# seg7_capture

Fig. 1: seg7_capture, the metal 4 layer
Scale bar: 20 microns.
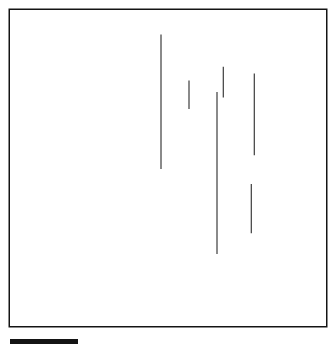

**config.mk**
```make
export PLATFORM = sky130hd
export DESIGN_NAME = seg7_capture
export DESIGN_NICKNAME = d
export VERILOG_FILES = /design/src/rtl/seg7_capture.sv
export SDC_FILE = /design/constraint.sdc
export NUM_CORES = 1
export LEC_CHECK = 0
export CORE_UTILIZATION = 59
export DETAILED_ROUTE_END_ITERATION = 8
export PLACE_DENSITY = 0.78
export SYNTH_ARGS = -nofsm -noshare
export SYNTH_HDL_FRONTEND = slang
export SYNTH_SLANG_ARGS = --single-unit
```
**constraint.sdc**
```tcl
create_clock -name clk -period 3.04 [get_ports clk]
set_input_delay 0.456 -clock clk [delete_from_list [all_inputs] [get_ports clk]]
set_output_delay 0.456 -clock clk [all_outputs]
set_load 0.01 [all_outputs]
```
**src/rtl/seg7_capture.sv**
```systemverilog
// Receive-side monitor for a multiplexed 4-digit seven-segment bus: waits for each digit's
// dwell to settle, decodes the glyph back to a nibble and publishes complete 16-bit frames.
module seg7_capture #(
  parameter int unsigned SETTLE  = 4,
  parameter int unsigned TIMEOUT = 1048576
) (
  input  logic        clk,
  input  logic        clr,
  input  logic [3:0]  an,
  input  logic [6:0]  a_to_g,
  output logic [15:0] digits,
  output logic        valid,
  output logic        seg_err,
  output logic        an_err,
  output logic        stale
);

  localparam int unsigned   TW         = $clog2(TIMEOUT + 1);
  localparam logic [7:0]    SettleCnt  = 8'(SETTLE);
  localparam logic [TW-1:0] TimeoutCnt = TW'(TIMEOUT);

  logic [3:0]    an_s1, an_s2, an_p;
  logic [6:0]    seg_s1, seg_s2, seg_p;
  logic [7:0]    stab_q, stab_d;
  logic          fired_q, fired_d;
  logic [3:0]    seen_q, seen_d;
  logic          err_q, err_d;
  logic [15:0]   slots_q, slots_d;
  logic [TW-1:0] tmo_q, tmo_d;
  logic          changed, settle, one_low, blank, capture, publish, expire, bad;
  logic [1:0]    idx;
  logic [3:0]    nib;

  // an_p/seg_p hold the synchronized bus one cycle late, for change detection.
  always_ff @(posedge clk or negedge clr) begin
    if (!clr) begin
      an_s1  <= 4'b1111;
      an_s2  <= 4'b1111;
      an_p   <= 4'b1111;
      seg_s1 <= 7'b1111111;
      seg_s2 <= 7'b1111111;
      seg_p  <= 7'b1111111;
    end else begin
      an_s1  <= an;
      an_s2  <= an_s1;
      an_p   <= an_s2;
      seg_s1 <= a_to_g;
      seg_s2 <= seg_s1;
      seg_p  <= seg_s2;
    end
  end

  always_comb begin
    bad = 1'b0;
    case (seg_p)
      7'b0000001: nib = 4'h0;
      7'b1001111: nib = 4'h1;
      7'b0010010: nib = 4'h2;
      7'b0000110: nib = 4'h3;
      7'b1001100: nib = 4'h4;
      7'b0100100: nib = 4'h5;
      7'b0100000: nib = 4'h6;
      7'b0001111: nib = 4'h7;
      7'b0000000: nib = 4'h8;
      7'b0000100: nib = 4'h9;
      7'b0001000: nib = 4'hA;
      7'b1100000: nib = 4'hB;
      7'b0110001: nib = 4'hC;
      7'b1000010: nib = 4'hD;
      7'b0110000: nib = 4'hE;
      7'b0111000: nib = 4'hF;
      default: begin
        nib = 4'h0;
        bad = 1'b1;
      end
    endcase
  end

  always_comb begin
    one_low = 1'b1;
    idx     = 2'd0;
    case (an_p)
      4'b1110: idx = 2'd0;
      4'b1101: idx = 2'd1;
      4'b1011: idx = 2'd2;
      4'b0111: idx = 2'd3;
      default: one_low = 1'b0;
    endcase

    changed = (an_s2 != an_p) || (seg_s2 != seg_p);
    // fired_q limits each stable window to a single settle event.
    settle  = (stab_q == SettleCnt) && !fired_q;
    blank   = (an_p == 4'b1111);
    capture = settle && one_low;
    publish = (seen_q == 4'b1111);
    expire  = !capture && (tmo_q != TimeoutCnt) && ((tmo_q + 1'b1) == TimeoutCnt);

    stab_d  = stab_q;
    fired_d = fired_q;
    if (changed) begin
      stab_d  = 8'd0;
      fired_d = 1'b0;
    end else begin
      if (stab_q != SettleCnt) stab_d = stab_q + 8'd1;
      if (settle) fired_d = 1'b1;
    end

    tmo_d = tmo_q;
    if (capture) tmo_d = '0;
    else if (tmo_q != TimeoutCnt) tmo_d = tmo_q + 1'b1;

    seen_d  = seen_q;
    err_d   = err_q;
    slots_d = slots_q;
    if (publish || expire) begin
      seen_d = 4'b0000;
      err_d  = 1'b0;
    end
    if (capture) begin
      seen_d[idx]                  = 1'b1;
      err_d                        = err_d | bad;
      slots_d[{idx, 2'b00} +: 4]   = nib;
    end
  end

  always_ff @(posedge clk or negedge clr) begin
    if (!clr) begin
      stab_q  <= 8'd0;
      fired_q <= 1'b0;
      tmo_q   <= '0;
      seen_q  <= 4'b0000;
      err_q   <= 1'b0;
      slots_q <= 16'h0000;
      digits  <= 16'h0000;
      valid   <= 1'b0;
      seg_err <= 1'b0;
      an_err  <= 1'b0;
      stale   <= 1'b1;
    end else begin
      stab_q  <= stab_d;
      fired_q <= fired_d;
      tmo_q   <= tmo_d;
      seen_q  <= seen_d;
      err_q   <= err_d;
      slots_q <= slots_d;
      valid   <= publish;
      an_err  <= settle && !blank && !one_low;
      if (publish) begin
        digits  <= slots_q;
        seg_err <= err_q;
        stale   <= 1'b0;
      end else if (expire) begin
        stale   <= 1'b1;
      end
    end
  end

endmodule

```
# vmem_arbiter

$ cat config.mk
export PLATFORM = sky130hd
export DESIGN_NAME = vmem_arbiter
export DESIGN_NICKNAME = d
export VERILOG_FILES = /design/src/rtl/vmem_arbiter.sv
export SDC_FILE = /design/constraint.sdc
export NUM_CORES = 1
export LEC_CHECK = 0
export CAP_MARGIN = 10
export CORE_MARGIN = 2
export CORE_UTILIZATION = 40
export DETAILED_ROUTE_END_ITERATION = 8
export HOLD_SLACK_MARGIN = 0.12
export PLACE_DENSITY = 0.74
export SLEW_MARGIN = 20
export SYNTH_ARGS = -nofsm -noshare
export SYNTH_HDL_FRONTEND = slang
export SYNTH_SLANG_ARGS = --single-unit
$ cat constraint.sdc
create_clock -name clk -period 5.43 [get_ports clk]
set_clock_uncertainty 0.15 [all_clocks]
set_input_delay 0.543 -clock clk [delete_from_list [all_inputs] [get_ports clk]]
set_output_delay 0.543 -clock clk [all_outputs]
set_load 0.01 [all_outputs]
$ cat src/rtl/vmem_arbiter.sv
// vmem_arbiter
// Single-port framebuffer arbiter. Scanout reads always win the RAM. Pixel
// writes are queued in a small FIFO and retire on free cycles. A clear-screen
// engine first drains the queue, then fills the whole frame with one colour.
module vmem_arbiter #(
    parameter int              AW        = 19,
    parameter int              DW        = 24,
    parameter int              DEPTH     = 4,
    parameter logic [AW-1:0]   FILL_LAST = {AW{1'b1}}
) (
    input  logic          clk,
    input  logic          rst,
    // scanout read port
    input  logic          rd_req,
    input  logic [AW-1:0] rd_addr,
    output logic          rd_valid,
    output logic [DW-1:0] rd_data,
    // buffered pixel-write port
    input  logic          wr_valid,
    output logic          wr_ready,
    input  logic [AW-1:0] wr_addr,
    input  logic [DW-1:0] wr_data,
    // clear-screen engine
    input  logic          fill_start,
    input  logic [DW-1:0] fill_color,
    output logic          fill_busy,
    // framebuffer RAM
    output logic          mem_en,
    output logic          mem_we,
    output logic [AW-1:0] mem_addr,
    output logic [DW-1:0] mem_wdata,
    input  logic [DW-1:0] mem_rdata
);

    localparam int            CW         = (DEPTH > 1) ? $clog2(DEPTH) : 1;
    localparam logic [CW:0]   FULL_COUNT = (CW+1)'(DEPTH);

    // FSM encoding kept as plain constants for compatibility with older tools
    localparam logic [1:0] ST_IDLE  = 2'd0;
    localparam logic [1:0] ST_DRAIN = 2'd1;
    localparam logic [1:0] ST_FILL  = 2'd2;

    typedef struct packed {
        logic [AW-1:0] addr;
        logic [DW-1:0] data;
    } wr_entry_t;

    logic [1:0]    state;
    logic [AW-1:0] fill_addr;
    logic [DW-1:0] fill_color_q;

    wr_entry_t     fifo_mem [DEPTH];
    logic [CW-1:0] wr_ptr;
    logic [CW-1:0] rd_ptr;
    logic [CW:0]   count;
    wr_entry_t     head;

    logic          fifo_empty;
    logic          push;
    logic          pop;
    logic          grant_rd;
    logic          grant_fill;
    logic          grant_fifo;

    // ------------------------------------------------------------------
    // Grant and handshake decode
    // ------------------------------------------------------------------
    assign fifo_empty = (count == '0);
    assign head       = fifo_mem[rd_ptr];

    // Ready looks only at the pre-pop count: a full FIFO stays closed for one
    // cycle even while its head retires, so there is no combinational bypass.
    assign wr_ready   = (count < FULL_COUNT) && (state != ST_FILL);
    assign push       = wr_valid && wr_ready;

    // Fixed priority: scanout, then fill engine, then queued writes.
    assign grant_rd   = rd_req;
    assign grant_fill = !rd_req && (state == ST_FILL);
    assign grant_fifo = !rd_req && (state != ST_FILL) && !fifo_empty;
    assign pop        = grant_fifo;

    assign fill_busy  = (state != ST_IDLE);
    assign rd_data    = mem_rdata;

    // Drive the RAM port from whichever requester holds the grant
    always_comb begin
        // NOTE: every output gets a default before the priority chain so no
        // path through the block leaves a value held, which would infer a latch.
        mem_en    = 1'b0;
        mem_we    = 1'b0;
        mem_addr  = '0;
        mem_wdata = '0;
        if (grant_rd) begin
            mem_en   = 1'b1;
            mem_addr = rd_addr;
        end else if (grant_fill) begin
            mem_en    = 1'b1;
            mem_we    = 1'b1;
            mem_addr  = fill_addr;
            mem_wdata = fill_color_q;
        end else if (grant_fifo) begin
            mem_en    = 1'b1;
            mem_we    = 1'b1;
            mem_addr  = head.addr;
            mem_wdata = head.data;
        end
    end

    // Read data returns one cycle after the request; flag it alongside
    always_ff @(posedge clk or posedge rst) begin
        if (rst) begin
            rd_valid <= 1'b0;
        end else begin
            // NOTE: registers are updated with non-blocking assignments so every
            // flop samples the pre-edge values regardless of statement order.
            rd_valid <= rd_req;
        end
    end

    // Write FIFO payload storage
    always_ff @(posedge clk) begin
        // NOTE: the payload array has no reset; stale entries are never read
        // because the pointers and count are reset, and skipping the reset lets
        // the array map onto plain RAM/LUT storage.
        if (push) begin
            fifo_mem[wr_ptr] <= '{addr: wr_addr, data: wr_data};
        end
    end

    // Write FIFO pointers and occupancy
    always_ff @(posedge clk or posedge rst) begin
        if (rst) begin
            wr_ptr <= '0;
            rd_ptr <= '0;
            count  <= '0;
        end else begin
            if (push) begin
                wr_ptr <= wr_ptr + 1'b1;
            end
            if (pop) begin
                rd_ptr <= rd_ptr + 1'b1;
            end
            case ({push, pop})
                2'b10:   count <= count + 1'b1;
                2'b01:   count <= count - 1'b1;
                default: count <= count;
            endcase
        end
    end

    // Clear-screen sequencer: latch colour, drain queued writes, then sweep
    always_ff @(posedge clk or posedge rst) begin
        if (rst) begin
            state        <= ST_IDLE;
            fill_addr    <= '0;
            fill_color_q <= '0;
        end else begin
            case (state)
                ST_IDLE: begin
                    if (fill_start) begin
                        fill_color_q <= fill_color;
                        state        <= ST_DRAIN;
                    end
                end
                ST_DRAIN: begin
                    // Writes queued before the fill request must land first.
                    if (fifo_empty) begin
                        fill_addr <= '0;
                        state     <= ST_FILL;
                    end
                end
                ST_FILL: begin
                    // A scanout cycle simply holds the counter; nothing skipped.
                    if (grant_fill) begin
                        if (fill_addr == FILL_LAST) begin
                            state <= ST_IDLE;
                        end else begin
                            fill_addr <= fill_addr + 1'b1;
                        end
                    end
                end
                default: begin
                    state <= ST_IDLE;
                end
            endcase
        end
    end

endmodule

# analog_bus_arbiter

## src/rtl/analog_bus_pkg.sv

```systemverilog
// Shared types and helpers for the analog bus arbiter: FSM state encoding,
// owner index width and the rotate-priority search used at arbitration points.
package analog_bus_pkg;

    localparam int MAX_REQ = 8;
    localparam int OWNER_W = 3;

    typedef enum logic [1:0] {
        IDLE   = 2'd0,
        SETTLE = 2'd1,
        OWNED  = 2'd2,
        BREAK  = 2'd3
    } bus_state_e;

    typedef struct packed {
        logic               found;
        logic [OWNER_W-1:0] idx;
    } pick_t;

    // First set request at or above ptr, wrapping at n; only the low n bits of req are live.
    function automatic pick_t rr_pick(input logic [MAX_REQ-1:0] req,
                                      input logic [OWNER_W-1:0] ptr,
                                      input int                 n);
        pick_t              res;
        int                 j;
        logic [OWNER_W-1:0] jj;
        res = '0;
        for (int i = 0; i < MAX_REQ; i++) begin
            if (i < n) begin
                j = int'(ptr) + i;
                if (j >= n) j = j - n;
                jj = OWNER_W'(j);
                if (!res.found && req[jj]) begin
                    res.found = 1'b1;
                    res.idx   = jj;
                end
            end
        end
        return res;
    endfunction

endpackage

```

## src/rtl/analog_bus_rr_pick.sv

```systemverilog
// Combinational rotate-priority encoder: picks the first active request
// scanning upward from ptr_i with wrap-around.
module analog_bus_rr_pick
    import analog_bus_pkg::*;
#(
    parameter int NUM_REQ = 4
) (
    input  logic [NUM_REQ-1:0] req_i,
    input  logic [OWNER_W-1:0] ptr_i,
    output logic [OWNER_W-1:0] idx_o,
    output logic               found_o
);

    logic [MAX_REQ-1:0] req_ext;
    pick_t              pick;

    always_comb begin
        req_ext                = '0;
        req_ext[NUM_REQ-1:0]   = req_i;
        pick                   = rr_pick(req_ext, ptr_i, NUM_REQ);
    end

    assign idx_o   = pick.idx;
    assign found_o = pick.found;

endmodule

```

## src/rtl/analog_bus_arbiter.sv

```systemverilog
// Round-robin owner of one shared analog bus with break-before-make switch
// enables and a settle delay before bus_ready; every output is a register.
module analog_bus_arbiter
    import analog_bus_pkg::*;
#(
    parameter int NUM_REQ       = 4,
    parameter int DEAD_CYCLES   = 2,
    parameter int SETTLE_CYCLES = 4,
    parameter int CNT_W         = 4
) (
    input  logic               clock,
    input  logic               reset_n,
    input  logic [NUM_REQ-1:0] req,
    output logic [NUM_REQ-1:0] grant,
    output logic [NUM_REQ-1:0] conn_en,
    output logic               bus_ready,
    output logic [OWNER_W-1:0] owner,
    output logic               busy
);

    bus_state_e         state_q, state_d;
    logic [NUM_REQ-1:0] grant_q, grant_d;
    logic [NUM_REQ-1:0] conn_q, conn_d;
    logic               ready_q, ready_d;
    logic [OWNER_W-1:0] owner_q, owner_d;
    logic               busy_q, busy_d;
    logic [OWNER_W-1:0] ptr_q, ptr_d;
    logic [CNT_W-1:0]   timer_q, timer_d;

    logic [OWNER_W-1:0] next_ptr;
    logic [OWNER_W-1:0] pick_ptr;
    logic [OWNER_W-1:0] pick_idx;
    logic               pick_found;
    logic               owner_req;

    function automatic logic [NUM_REQ-1:0] onehot(input logic [OWNER_W-1:0] idx);
        logic [NUM_REQ-1:0] v;
        v = '0;
        for (int i = 0; i < NUM_REQ; i++) begin
            if (idx == OWNER_W'(i)) v[i] = 1'b1;
        end
        return v;
    endfunction

    assign next_ptr  = (owner_q == OWNER_W'(NUM_REQ - 1)) ? '0 : owner_q + 1'b1;
    // BREAK exit arbitrates as if the pointer had already moved past the old owner.
    assign pick_ptr  = (state_q == BREAK) ? next_ptr : ptr_q;
    assign owner_req = |(req & onehot(owner_q));

    analog_bus_rr_pick #(
        .NUM_REQ (NUM_REQ)
    ) u_pick (
        .req_i   (req),
        .ptr_i   (pick_ptr),
        .idx_o   (pick_idx),
        .found_o (pick_found)
    );

    always_comb begin
        state_d = state_q;
        grant_d = grant_q;
        conn_d  = conn_q;
        ready_d = ready_q;
        owner_d = owner_q;
        busy_d  = busy_q;
        ptr_d   = ptr_q;
        timer_d = timer_q;
        case (state_q)
            IDLE: begin
                if (pick_found) begin
                    grant_d = onehot(pick_idx);
                    owner_d = pick_idx;
                    timer_d = CNT_W'(SETTLE_CYCLES - 1);
                    busy_d  = 1'b1;
                    state_d = SETTLE;
                end
            end
            SETTLE: begin
                if (!owner_req) begin
                    grant_d = '0;
                    conn_d  = '0;
                    ready_d = 1'b0;
                    timer_d = CNT_W'(DEAD_CYCLES - 1);
                    state_d = BREAK;
                end else if (conn_q == '0) begin
                    // Close the switch first; the settle count starts once it is closed.
                    conn_d = onehot(owner_q);
                end else if (timer_q == '0) begin
                    ready_d = 1'b1;
                    state_d = OWNED;
                end else begin
                    timer_d = timer_q - CNT_W'(1);
                end
            end
            OWNED: begin
                if (!owner_req) begin
                    grant_d = '0;
                    conn_d  = '0;
                    ready_d = 1'b0;
                    timer_d = CNT_W'(DEAD_CYCLES - 1);
                    state_d = BREAK;
                end
            end
            BREAK: begin
                if (timer_q != '0) begin
                    timer_d = timer_q - CNT_W'(1);
                end else begin
                    ptr_d = next_ptr;
                    if (pick_found) begin
                        grant_d = onehot(pick_idx);
                        owner_d = pick_idx;
                        timer_d = CNT_W'(SETTLE_CYCLES - 1);
                        state_d = SETTLE;
                    end else begin
                        owner_d = '0;
                        busy_d  = 1'b0;
                        state_d = IDLE;
                    end
                end
            end
            default: begin
                state_d = IDLE;
                grant_d = '0;
                conn_d  = '0;
                ready_d = 1'b0;
                owner_d = '0;
                busy_d  = 1'b0;
                timer_d = '0;
            end
        endcase
    end

    always_ff @(posedge clock or negedge reset_n) begin
        if (!reset_n) begin
            state_q <= IDLE;
            grant_q <= '0;
            conn_q  <= '0;
            ready_q <= 1'b0;
            owner_q <= '0;
            busy_q  <= 1'b0;
            ptr_q   <= '0;
            timer_q <= '0;
        end else begin
            state_q <= state_d;
            grant_q <= grant_d;
            conn_q  <= conn_d;
            ready_q <= ready_d;
            owner_q <= owner_d;
            busy_q  <= busy_d;
            ptr_q   <= ptr_d;
            timer_q <= timer_d;
        end
    end

    assign grant     = grant_q;
    assign conn_en   = conn_q;
    assign bus_ready = ready_q;
    assign owner     = owner_q;
    assign busy      = busy_q;

endmodule

```

## config.mk

```make
export PLATFORM = sky130hd
export DESIGN_NAME = analog_bus_arbiter
export DESIGN_NICKNAME = d
export VERILOG_FILES = /design/src/rtl/analog_bus_pkg.sv /design/src/rtl/analog_bus_rr_pick.sv /design/src/rtl/analog_bus_arbiter.sv
export SDC_FILE = /design/constraint.sdc
export NUM_CORES = 1
export LEC_CHECK = 0
export CORE_MARGIN = 4
export CORE_UTILIZATION = 40
export CTS_CLUSTER_DIAMETER = 200
export DETAILED_ROUTE_END_ITERATION = 6
export HOLD_SLACK_MARGIN = 0.12
export SLEW_MARGIN = 10
export SYNTH_ARGS = -nofsm -noshare
export SYNTH_HDL_FRONTEND = slang
export SYNTH_SLANG_ARGS = --single-unit
```

## constraint.sdc

```tcl
create_clock -name clock -period 3.9 [get_ports clock]
set_input_delay 0.78 -clock clock [delete_from_list [all_inputs] [get_ports clock]]
set_output_delay 0.78 -clock clock [all_outputs]
set_load 0.02 [all_outputs]
```

# dds_dac_serializer

--- config.mk ---
export PLATFORM = sky130hd
export DESIGN_NAME = dds_dac_serializer
export DESIGN_NICKNAME = d
export VERILOG_FILES = /design/src/rtl/dds_pkg.sv /design/src/rtl/dds_sample_fifo.sv /design/src/rtl/dds_dac_serializer.sv
export SDC_FILE = /design/constraint.sdc
export NUM_CORES = 1
export LEC_CHECK = 0
export CAP_MARGIN = 20
export CORE_MARGIN = 5
export CORE_UTILIZATION = 40
export CTS_BUF_LIST = sky130_fd_sc_hd__clkbuf_16
export DETAILED_ROUTE_END_ITERATION = 10
export GPL_TIMING_DRIVEN = 1
export HOLD_SLACK_MARGIN = 0.05
export PLACE_DENSITY_LB_ADDON = 0.1
export SYNTH_ARGS = -nofsm -noshare
export SYNTH_HDL_FRONTEND = slang
export SYNTH_SLANG_ARGS = --single-unit
export TNS_END_PERCENT = 30
--- constraint.sdc ---
create_clock -name clk -period 2.7 [get_ports clk]
set_input_delay 0.54 -clock clk [delete_from_list [all_inputs] [get_ports clk]]
set_output_delay 0.54 -clock clk [all_outputs]
set_load 0.03 [all_outputs]
--- src/rtl/dds_pkg.sv ---
// Shared constants, FSM state type and sample-code helper for the DDS DAC path.
// Latency: n/a (declarations only).
// Backpressure: n/a.
package dds_pkg;

    localparam int         SAMPLE_W             = 16;
    localparam int         DAC_FRAME_W          = 24;
    localparam logic [7:0] DAC_CMD_WRITE_UPDATE = 8'h30;

    typedef enum logic [1:0] {
        IDLE  = 2'd0,
        SHIFT = 2'd1,
        GAP   = 2'd2
    } ser_state_t;

    // Two's complement to offset binary: flipping the sign bit maps
    // -32768 -> 0x0000, 0 -> 0x8000, 32767 -> 0xFFFF.
    function automatic logic [SAMPLE_W-1:0] to_offset_binary(input logic [SAMPLE_W-1:0] s);
        return s ^ {1'b1, {(SAMPLE_W-1){1'b0}}};
    endfunction

endpackage

--- src/rtl/dds_sample_fifo.sv ---
// Synchronous sample FIFO with occupancy count; head word is read straight from the storage flops.
// Latency: a word pushed at edge N is visible on o_head_dat after edge N (no write-through bypass).
// Backpressure: pushes while full and pops while empty are ignored; o_full drives upstream ready.
// Ports: i_push/i_push_dat write side, i_pop/o_head_dat read side, o_full/o_empty/o_level status.
module dds_sample_fifo #(
    parameter int  DEPTH = 4,
    parameter int  WIDTH = 16,
    localparam int LW    = $clog2(DEPTH + 1)
) (
    input  logic             clk,
    input  logic             reset,
    input  logic             i_push,
    input  logic [WIDTH-1:0] i_push_dat,
    input  logic             i_pop,
    output logic [WIDTH-1:0] o_head_dat,
    output logic             o_full,
    output logic             o_empty,
    output logic [LW-1:0]    o_level
);

    localparam int AW = $clog2(DEPTH);

    logic [WIDTH-1:0] r_mem [DEPTH];
    logic [AW-1:0]    r_wr_ptr;
    logic [AW-1:0]    r_rd_ptr;
    logic [LW-1:0]    r_level;
    logic             w_do_push;
    logic             w_do_pop;

    assign o_full     = (r_level == LW'(DEPTH));
    assign o_empty    = (r_level == '0);
    assign o_level    = r_level;
    assign o_head_dat = r_mem[r_rd_ptr];
    assign w_do_push  = i_push && !o_full;
    assign w_do_pop   = i_pop && !o_empty;

    // Storage needs no reset: it is only observed through the level count.
    always_ff @(posedge clk) begin
        if (w_do_push) begin
            r_mem[r_wr_ptr] <= i_push_dat;
        end
    end

    // DEPTH is a power of two, so the pointers wrap naturally.
    always_ff @(posedge clk) begin
        if (reset) begin
            r_wr_ptr <= '0;
            r_rd_ptr <= '0;
            r_level  <= '0;
        end else begin
            if (w_do_push) begin
                r_wr_ptr <= r_wr_ptr + AW'(1);
            end
            if (w_do_pop) begin
                r_rd_ptr <= r_rd_ptr + AW'(1);
            end
            case ({w_do_push, w_do_pop})
                2'b10:   r_level <= r_level + LW'(1);
                2'b01:   r_level <= r_level - LW'(1);
                default: r_level <= r_level;
            endcase
        end
    end

endmodule

--- src/rtl/dds_dac_serializer.sv ---
// Buffers signed samples and shifts each out MSB-first as a 24-bit {cmd, data} SPI DAC frame.
// Latency: pop one cycle after push into an empty FIFO, cs_n falls the cycle after the pop;
//          frame period is 1 + 48*CLK_DIV + CS_GAP cycles.
// Backpressure: s_tready = FIFO not full (combinational from level); upstream stalls while the DAC link drains.
// Ports: s_t* sample stream in, dac_sclk/dac_cs_n/dac_mosi SPI out, fifo_level/busy status.
module dds_dac_serializer
    import dds_pkg::*;
#(
    parameter int         FIFO_DEPTH    = 4,
    parameter int         CLK_DIV       = 2,
    parameter int         CS_GAP        = 2,
    parameter logic [7:0] DAC_CMD       = DAC_CMD_WRITE_UPDATE,
    parameter bit         OFFSET_BINARY = 1'b1,
    localparam int        LVL_W         = $clog2(FIFO_DEPTH + 1)
) (
    input  logic                clk,
    input  logic                reset,
    input  logic [SAMPLE_W-1:0] s_tdata,
    input  logic                s_tvalid,
    output logic                s_tready,
    output logic                dac_sclk,
    output logic                dac_cs_n,
    output logic                dac_mosi,
    output logic [LVL_W-1:0]    fifo_level,
    output logic                busy
);

    localparam int DIV_W = $clog2(2 * CLK_DIV);
    localparam int GAP_W = (CS_GAP > 1) ? $clog2(CS_GAP) : 1;
    localparam int BIT_W = $clog2(DAC_FRAME_W);

    localparam logic [DIV_W-1:0] DIV_RISE = DIV_W'(CLK_DIV - 1);
    localparam logic [DIV_W-1:0] DIV_LAST = DIV_W'(2 * CLK_DIV - 1);
    localparam logic [GAP_W-1:0] GAP_LAST = GAP_W'(CS_GAP - 1);
    localparam logic [BIT_W-1:0] BIT_TOP  = BIT_W'(DAC_FRAME_W - 1);

    // FIFO interface
    logic [SAMPLE_W-1:0]    w_head_dat;
    logic [SAMPLE_W-1:0]    w_data;
    logic [DAC_FRAME_W-1:0] w_frame_load;
    logic                   w_full;
    logic                   w_empty;
    logic                   w_pop;

    // Serializer state. r_frame holds only the bits not yet on mosi,
    // so the next bit to send is always r_frame[MSB].
    ser_state_t             r_state;
    logic [DAC_FRAME_W-2:0] r_frame;
    logic [BIT_W-1:0]       r_bit_cnt;
    logic [DIV_W-1:0]       r_div;
    logic [GAP_W-1:0]       r_gap_cnt;
    logic                   r_cs_n;
    logic                   r_sclk;
    logic                   r_mosi;

    ser_state_t             w_state_nxt;
    logic [DAC_FRAME_W-2:0] w_frame_nxt;
    logic [BIT_W-1:0]       w_bit_nxt;
    logic [DIV_W-1:0]       w_div_nxt;
    logic [GAP_W-1:0]       w_gap_nxt;
    logic                   w_cs_n_nxt;
    logic                   w_sclk_nxt;
    logic                   w_mosi_nxt;

    dds_sample_fifo #(
        .DEPTH (FIFO_DEPTH),
        .WIDTH (SAMPLE_W)
    ) u_fifo (
        .clk        (clk),
        .reset      (reset),
        .i_push     (s_tvalid),
        .i_push_dat (s_tdata),
        .i_pop      (w_pop),
        .o_head_dat (w_head_dat),
        .o_full     (w_full),
        .o_empty    (w_empty),
        .o_level    (fifo_level)
    );

    assign w_data       = OFFSET_BINARY ? to_offset_binary(w_head_dat) : w_head_dat;
    assign w_frame_load = {DAC_CMD, w_data};

    assign s_tready = !w_full;
    assign dac_sclk = r_sclk;
    assign dac_cs_n = r_cs_n;
    assign dac_mosi = r_mosi;
    // The launch (pop) cycle is counted as busy so busy spans the whole frame period.
    assign busy     = (r_state != IDLE) || w_pop;

    always_ff @(posedge clk) begin
        if (reset) begin
            r_state   <= IDLE;
            r_frame   <= '0;
            r_bit_cnt <= '0;
            r_div     <= '0;
            r_gap_cnt <= '0;
            r_cs_n    <= 1'b1;
            r_sclk    <= 1'b0;
            r_mosi    <= 1'b0;
        end else begin
            r_state   <= w_state_nxt;
            r_frame   <= w_frame_nxt;
            r_bit_cnt <= w_bit_nxt;
            r_div     <= w_div_nxt;
            r_gap_cnt <= w_gap_nxt;
            r_cs_n    <= w_cs_n_nxt;
            r_sclk    <= w_sclk_nxt;
            r_mosi    <= w_mosi_nxt;
        end
    end

    always_comb begin
        w_state_nxt = r_state;
        w_frame_nxt = r_frame;
        w_bit_nxt   = r_bit_cnt;
        w_div_nxt   = r_div;
        w_gap_nxt   = r_gap_cnt;
        w_cs_n_nxt  = r_cs_n;
        w_sclk_nxt  = r_sclk;
        w_mosi_nxt  = r_mosi;
        w_pop       = 1'b0;

        unique case (r_state)
            IDLE: begin
                w_cs_n_nxt = 1'b1;
                w_sclk_nxt = 1'b0;
                w_mosi_nxt = 1'b0;
                if (!w_empty) begin
                    w_pop       = 1'b1;
                    w_frame_nxt = w_frame_load[DAC_FRAME_W-2:0];
                    w_mosi_nxt  = w_frame_load[DAC_FRAME_W-1];
                    w_bit_nxt   = BIT_TOP;
                    w_div_nxt   = '0;
                    w_cs_n_nxt  = 1'b0;
                    w_state_nxt = SHIFT;
                end
            end

            // Each bit: CLK_DIV cycles sclk low (setup), CLK_DIV cycles sclk high.
            // mosi only moves together with the falling sclk edge.
            SHIFT: begin
                w_div_nxt = r_div + DIV_W'(1);
                if (r_div == DIV_RISE) begin
                    w_sclk_nxt = 1'b1;
                end
                if (r_div == DIV_LAST) begin
                    w_sclk_nxt = 1'b0;
                    w_div_nxt  = '0;
                    if (r_bit_cnt == '0) begin
                        w_cs_n_nxt  = 1'b1;
                        w_mosi_nxt  = 1'b0;
                        w_gap_nxt   = '0;
                        w_state_nxt = GAP;
                    end else begin
                        w_bit_nxt   = r_bit_cnt - BIT_W'(1);
                        w_mosi_nxt  = r_frame[DAC_FRAME_W-2];
                        w_frame_nxt = {r_frame[DAC_FRAME_W-3:0], 1'b0};
                    end
                end
            end

            GAP: begin
                if (r_gap_cnt == GAP_LAST) begin
                    w_state_nxt = IDLE;
                end else begin
                    w_gap_nxt = r_gap_cnt + GAP_W'(1);
                end
            end

            default: begin
                w_state_nxt = IDLE;
                w_cs_n_nxt  = 1'b1;
                w_sclk_nxt  = 1'b0;
                w_mosi_nxt  = 1'b0;
            end
        endcase
    end

endmodule
Fig. 2: vmem_arbiter, routed metal, one color a layer
Scale bar: 50 microns.
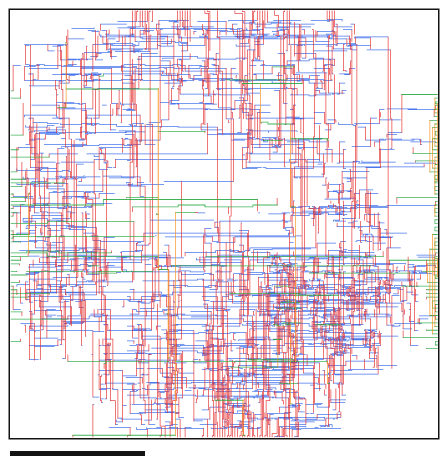
- orange: M4 (wire length 591 microns)
- green: M3 (wire length 1,380 microns)
- blue: M1 (wire length 9,080 microns)
- red: M2 (wire length 9,950 microns)
WL per Instance: 20.42 microns
GRT Util Overall: 0.1705
via count: 5,451

==> flow_summary.toml, vmem_arbiter <==
# implementation run metrics
[outcome]
run_status = "finished clean"

[cells_and_area]
instances_no_fill = 1028
reg_top3 = "fifo_mem: 172 flops, fill_color_q: 24 flops, fill_addr: 19 flops"
seq_cell_count = 225

[yosys]
syn-instance-count = 570
syn_nets = 692
synthTopCellsByCount = "edfxtp_1, dfrtp_1, mux4_2"
synth.most_common_cell = "edfxtp_1"
ys_sh_aoi = 0.07963

[clock_tree]
holdBufCountCts = 0
clockRootBuffer = "clkbuf_16"

[routing]
via_per_inst = 5.303
wl_met1_microns = 9079
wl_microns = 20990

[setup_path]
crit_path_cell_trace = "buf_4 -> mux4_2 -> a22o_1 -> clkdlybuf4s50_1"
crit_family = "buffers and inverters"
arrival_ns = 3.06
path_class = "flip-flop to primary output"

[floorplanning]
die_w_microns = 158.0
ios = 187

[final_timing]
rsz0062_at_grt = "false"
setup_ws_ns = 1.680
timing.hold.ws_ns = 0.3564
setup_tns_ns = 0

[placement]
dpl_cell_area_sq_um = 11060

[pwr]
peakVddDrop_uv = 326.6
seq-power_mw = 2.46
p_int_mw = 4.148
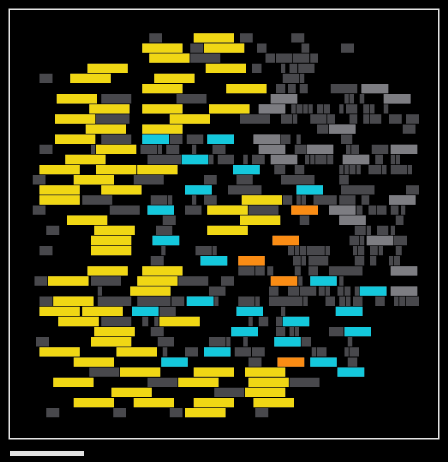
Fig. 3. Register map, names as in the netlist (dds_dac_serializer).
Scale bar: 20 microns. Other sequential cells in the stronger gray, the rest of the logic in the fainter gray.
- orange: r_bit_cnt (sequential cells 5)
- yellow: u_fifo.r_mem (sequential cells 64)
- cyan: r_frame (sequential cells 23)
- not colored: 17

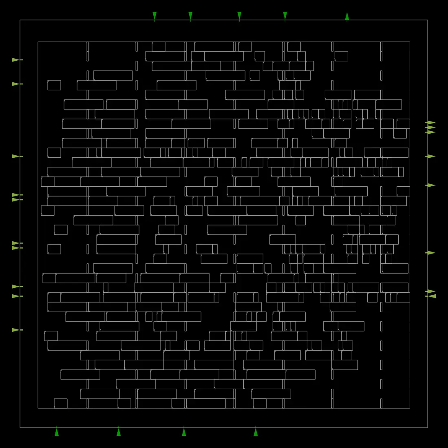
Fig. 4. Placed standard cells (dds_dac_serializer).
# Taps: 140
Non-Filler Instances: 480
core area: 10,840 sq um
Core Util, Final: 0.4687

==> flow_summary.toml, dds_dac_serializer <==
# implementation run metrics
[routing]
wl_microns = 7865
drt_first_pass_iters = 4
routed-wl-met2_microns = 3710

[pwr]
seq-power_mw = 2.22
p_comb_mw = 1.92
seqPwrFrac = 0.415

[clock_tree]
cts_inserted_buffers = 9
post_cts_resized = 0

[final_timing]
fin_crit_ns = 2.485

[floorplanning]
core_util_floorplan = 0.4064

[outcome]
run_status = "finished clean"

[global_routing]
grt_pass1_vias = 2464

[worst_hold_path]
hold_path_depth = 2
hold_path_end = "r_frame[15]"

[job]
warnings = 30

[setup_path]
cp.depth = 9
slowest_delay_ns = 0.46
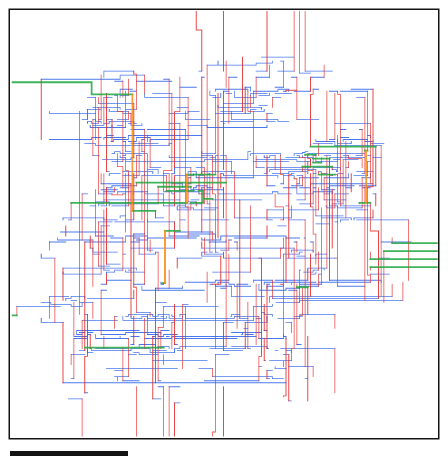
Fig. 5. Routed metal, one color a layer (analog_bus_arbiter).
Scale bar: 20 microns.
- green: M3 (wire length 167 microns)
- orange: M4 (wire length 42.2 microns)
- red: M2 (wire length 1,870 microns)
- blue: M1 (wire length 1,740 microns)

==> flow_summary.toml, analog_bus_arbiter <==
# implementation run metrics
[pwr]
peakVddDrop_uv = 396.6
power.density_nw_per_um2 = 986.3

[cells_and_area]
layout_top_cell = "nand2_1"
instances_no_fill = 256
seq_cell_count = 22
clk_share = 0.02857

[worst_hold_path]
min_path_type = "flip-flop to flip-flop"
hold_path_end = "grant[2]"

[floorplanning]
tapCellCount = 50
std_cell_rows = 23
coreArea_sq_um = 4000

[global_routing]
grt_max_degree = 23
grt_pass1_vias = 1407

[setup_path]
required_ns = 4.05
crit_start = "owner[0]"
crit_path_end_kind = "flip-flop"
arrival_ns = 3.73
cp_slowest_cell = "or4_1"

[placement]
dpl_cell_area_sq_um = 1869
globalplace.congestion = 0.8314

[yosys]
edf_count = 0

[clock_tree]
post_cts_resized = 0
htreeDepth = 1

[outcome]
run_status = "finished clean"

[routing]
wl_met1_microns = 1743
via_per_inst = 5.520
wl_met3_microns = 166
drt-initial-drc-count = 80

[final_timing]
slew_headroom = 0.3231
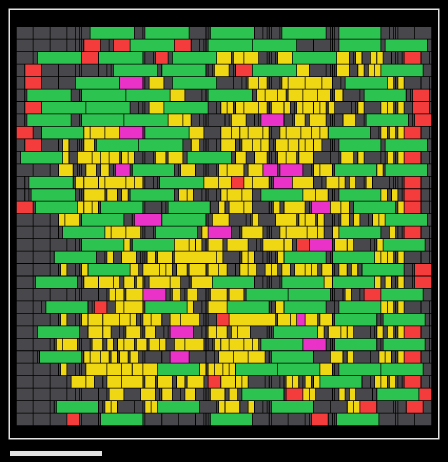
Fig. 6. Cells colored by class (seg7_capture).
Scale bar: 20 microns. Fill, decap, tap and diode cells in gray.
- red: remaining buffers and delay cells (cells 39; share of their area 6.9%)
- magenta: clock drivers and dummy loads (cells 16; share of their area 3.7%)
- green: sequential cells (cells 104; share of their area 49%)
- yellow: remaining logic cells (cells 354; share of their area 40%)
final instance area: 5477 sq um
Row Count: 32
Core Util, Final: 0.6943
sequential fraction of total cell area: 0.4830

## Picture notes: Fig. 1
- wire length on this layer: 142 microns
- nets with wire on the layer: 6

==> flow_summary.toml, seg7_capture <==
# implementation run metrics
[outcome]
run_status = "finished clean"

[routing]
wl_microns = 8842
drt-initial-drc-count = 222

[placement]
hpwlAfterDp_microns = 6056

[global_routing]
grt_max_degree = 78

[clock_tree]
htreeDepth = 3
cts_buffer_depth = 2

[pwr]
p_comb_uw = 102
seq-power_mw = 1.46

[floorplanning]
ios = 33

[cells_and_area]
most-common-layout-cells = "nand2_1, dfrtp_1, nor2_1"
combGateArea_sq_um = 2096
largest_reg_flops = 21
inverters = 11

[yosys]
async_reset_ff_frac = 1.000
syn_area_sq_um = 4930

==> notes/layouts.md <==
Pictures saved along the way, in no particular order.

Logic cells by family.
(a)
Scale bar: 20 microns.
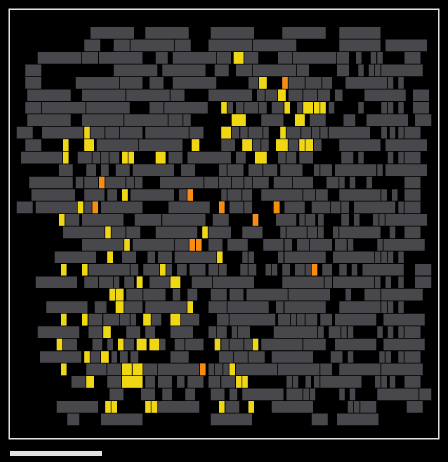
(b)
Scale bar: 20 microns.
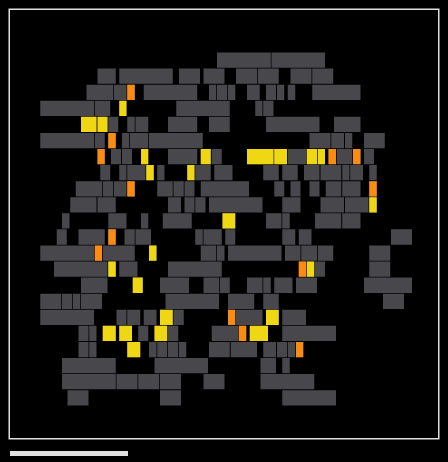
(c)
Scale bar: 20 microns.
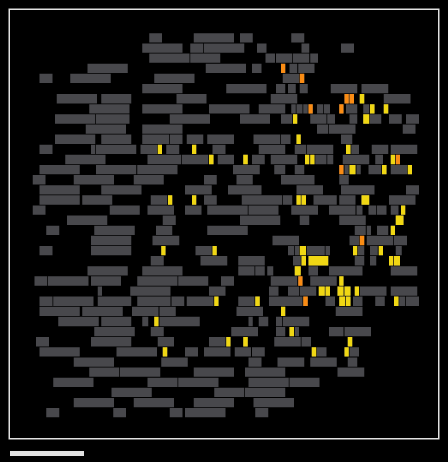
(d)
Scale bar: 50 microns.
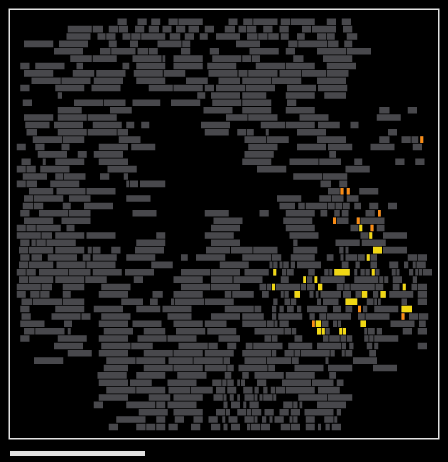
The one with the largest die is (d).
The one with the fewest cells is (b).
analog_bus_arbiter -> (b)
dds_dac_serializer -> (c)
seg7_capture -> (a)
vmem_arbiter -> (d)



==> screenshots <==
Cells colored by class.
image #1
Scale bar: 50 microns. Fill, decap, tap and diode cells in gray.
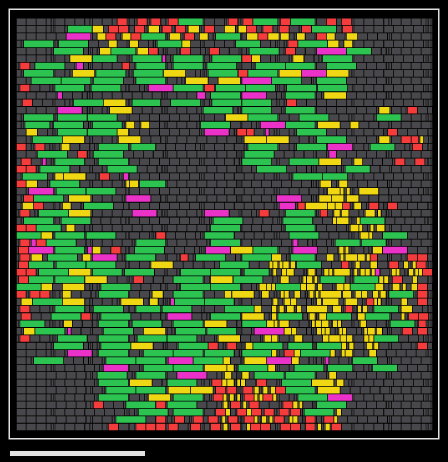
image #2
Scale bar: 20 microns. Fill, decap, tap and diode cells in gray.
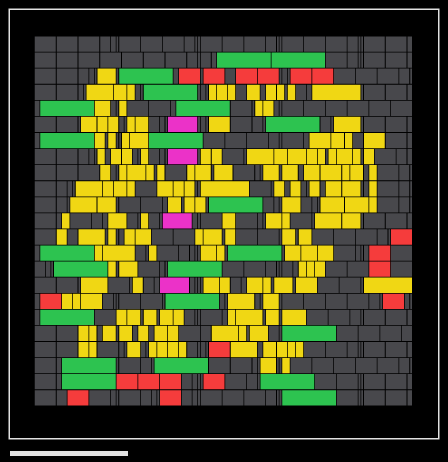
image #3
Scale bar: 20 microns. Fill, decap, tap and diode cells in gray.
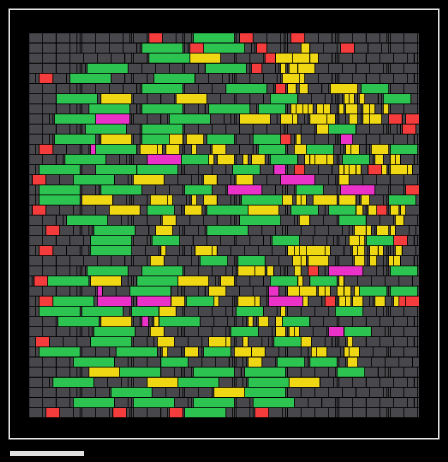
Of these, fewest sequential cells: image #2
Of these, smallest die: image #2
dds_dac_serializer is image #3.
analog_bus_arbiter is image #2.
vmem_arbiter is image #1.

Key to image #1:
- green: sequential cells (cells 225; share of their area 57%)
- yellow: remaining logic cells (cells 288; share of their area 23%)
- red: remaining buffers and delay cells (cells 150; share of their area 13%)
- magenta: clock drivers and dummy loads (cells 44; share of their area 7.1%)


==> layout pictures side by side <==
Placed standard cells.
picture 1
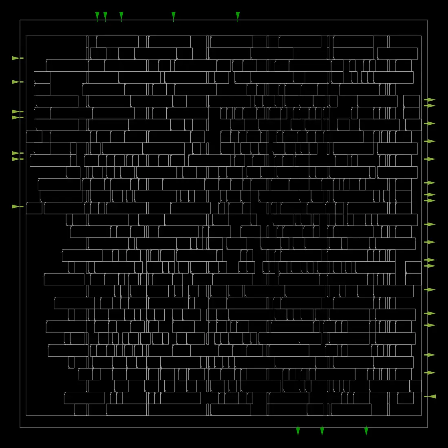
picture 2
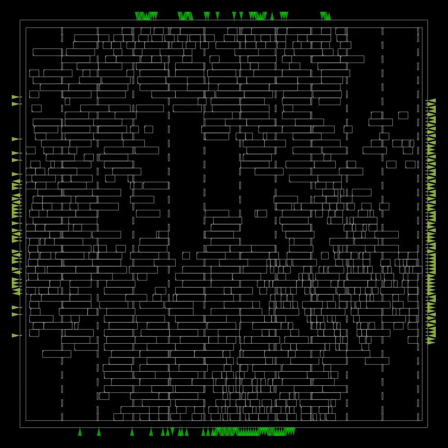
picture 3
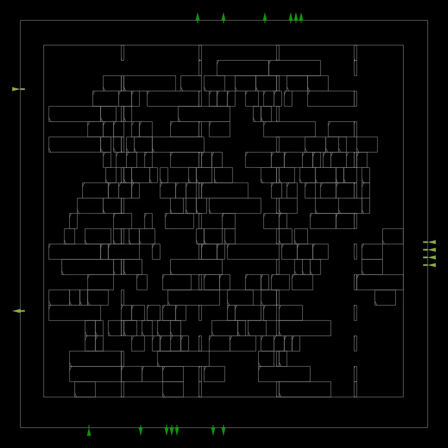
picture 3: analog_bus_arbiter
picture 2: vmem_arbiter
picture 1: seg7_capture
- most cells: picture 2

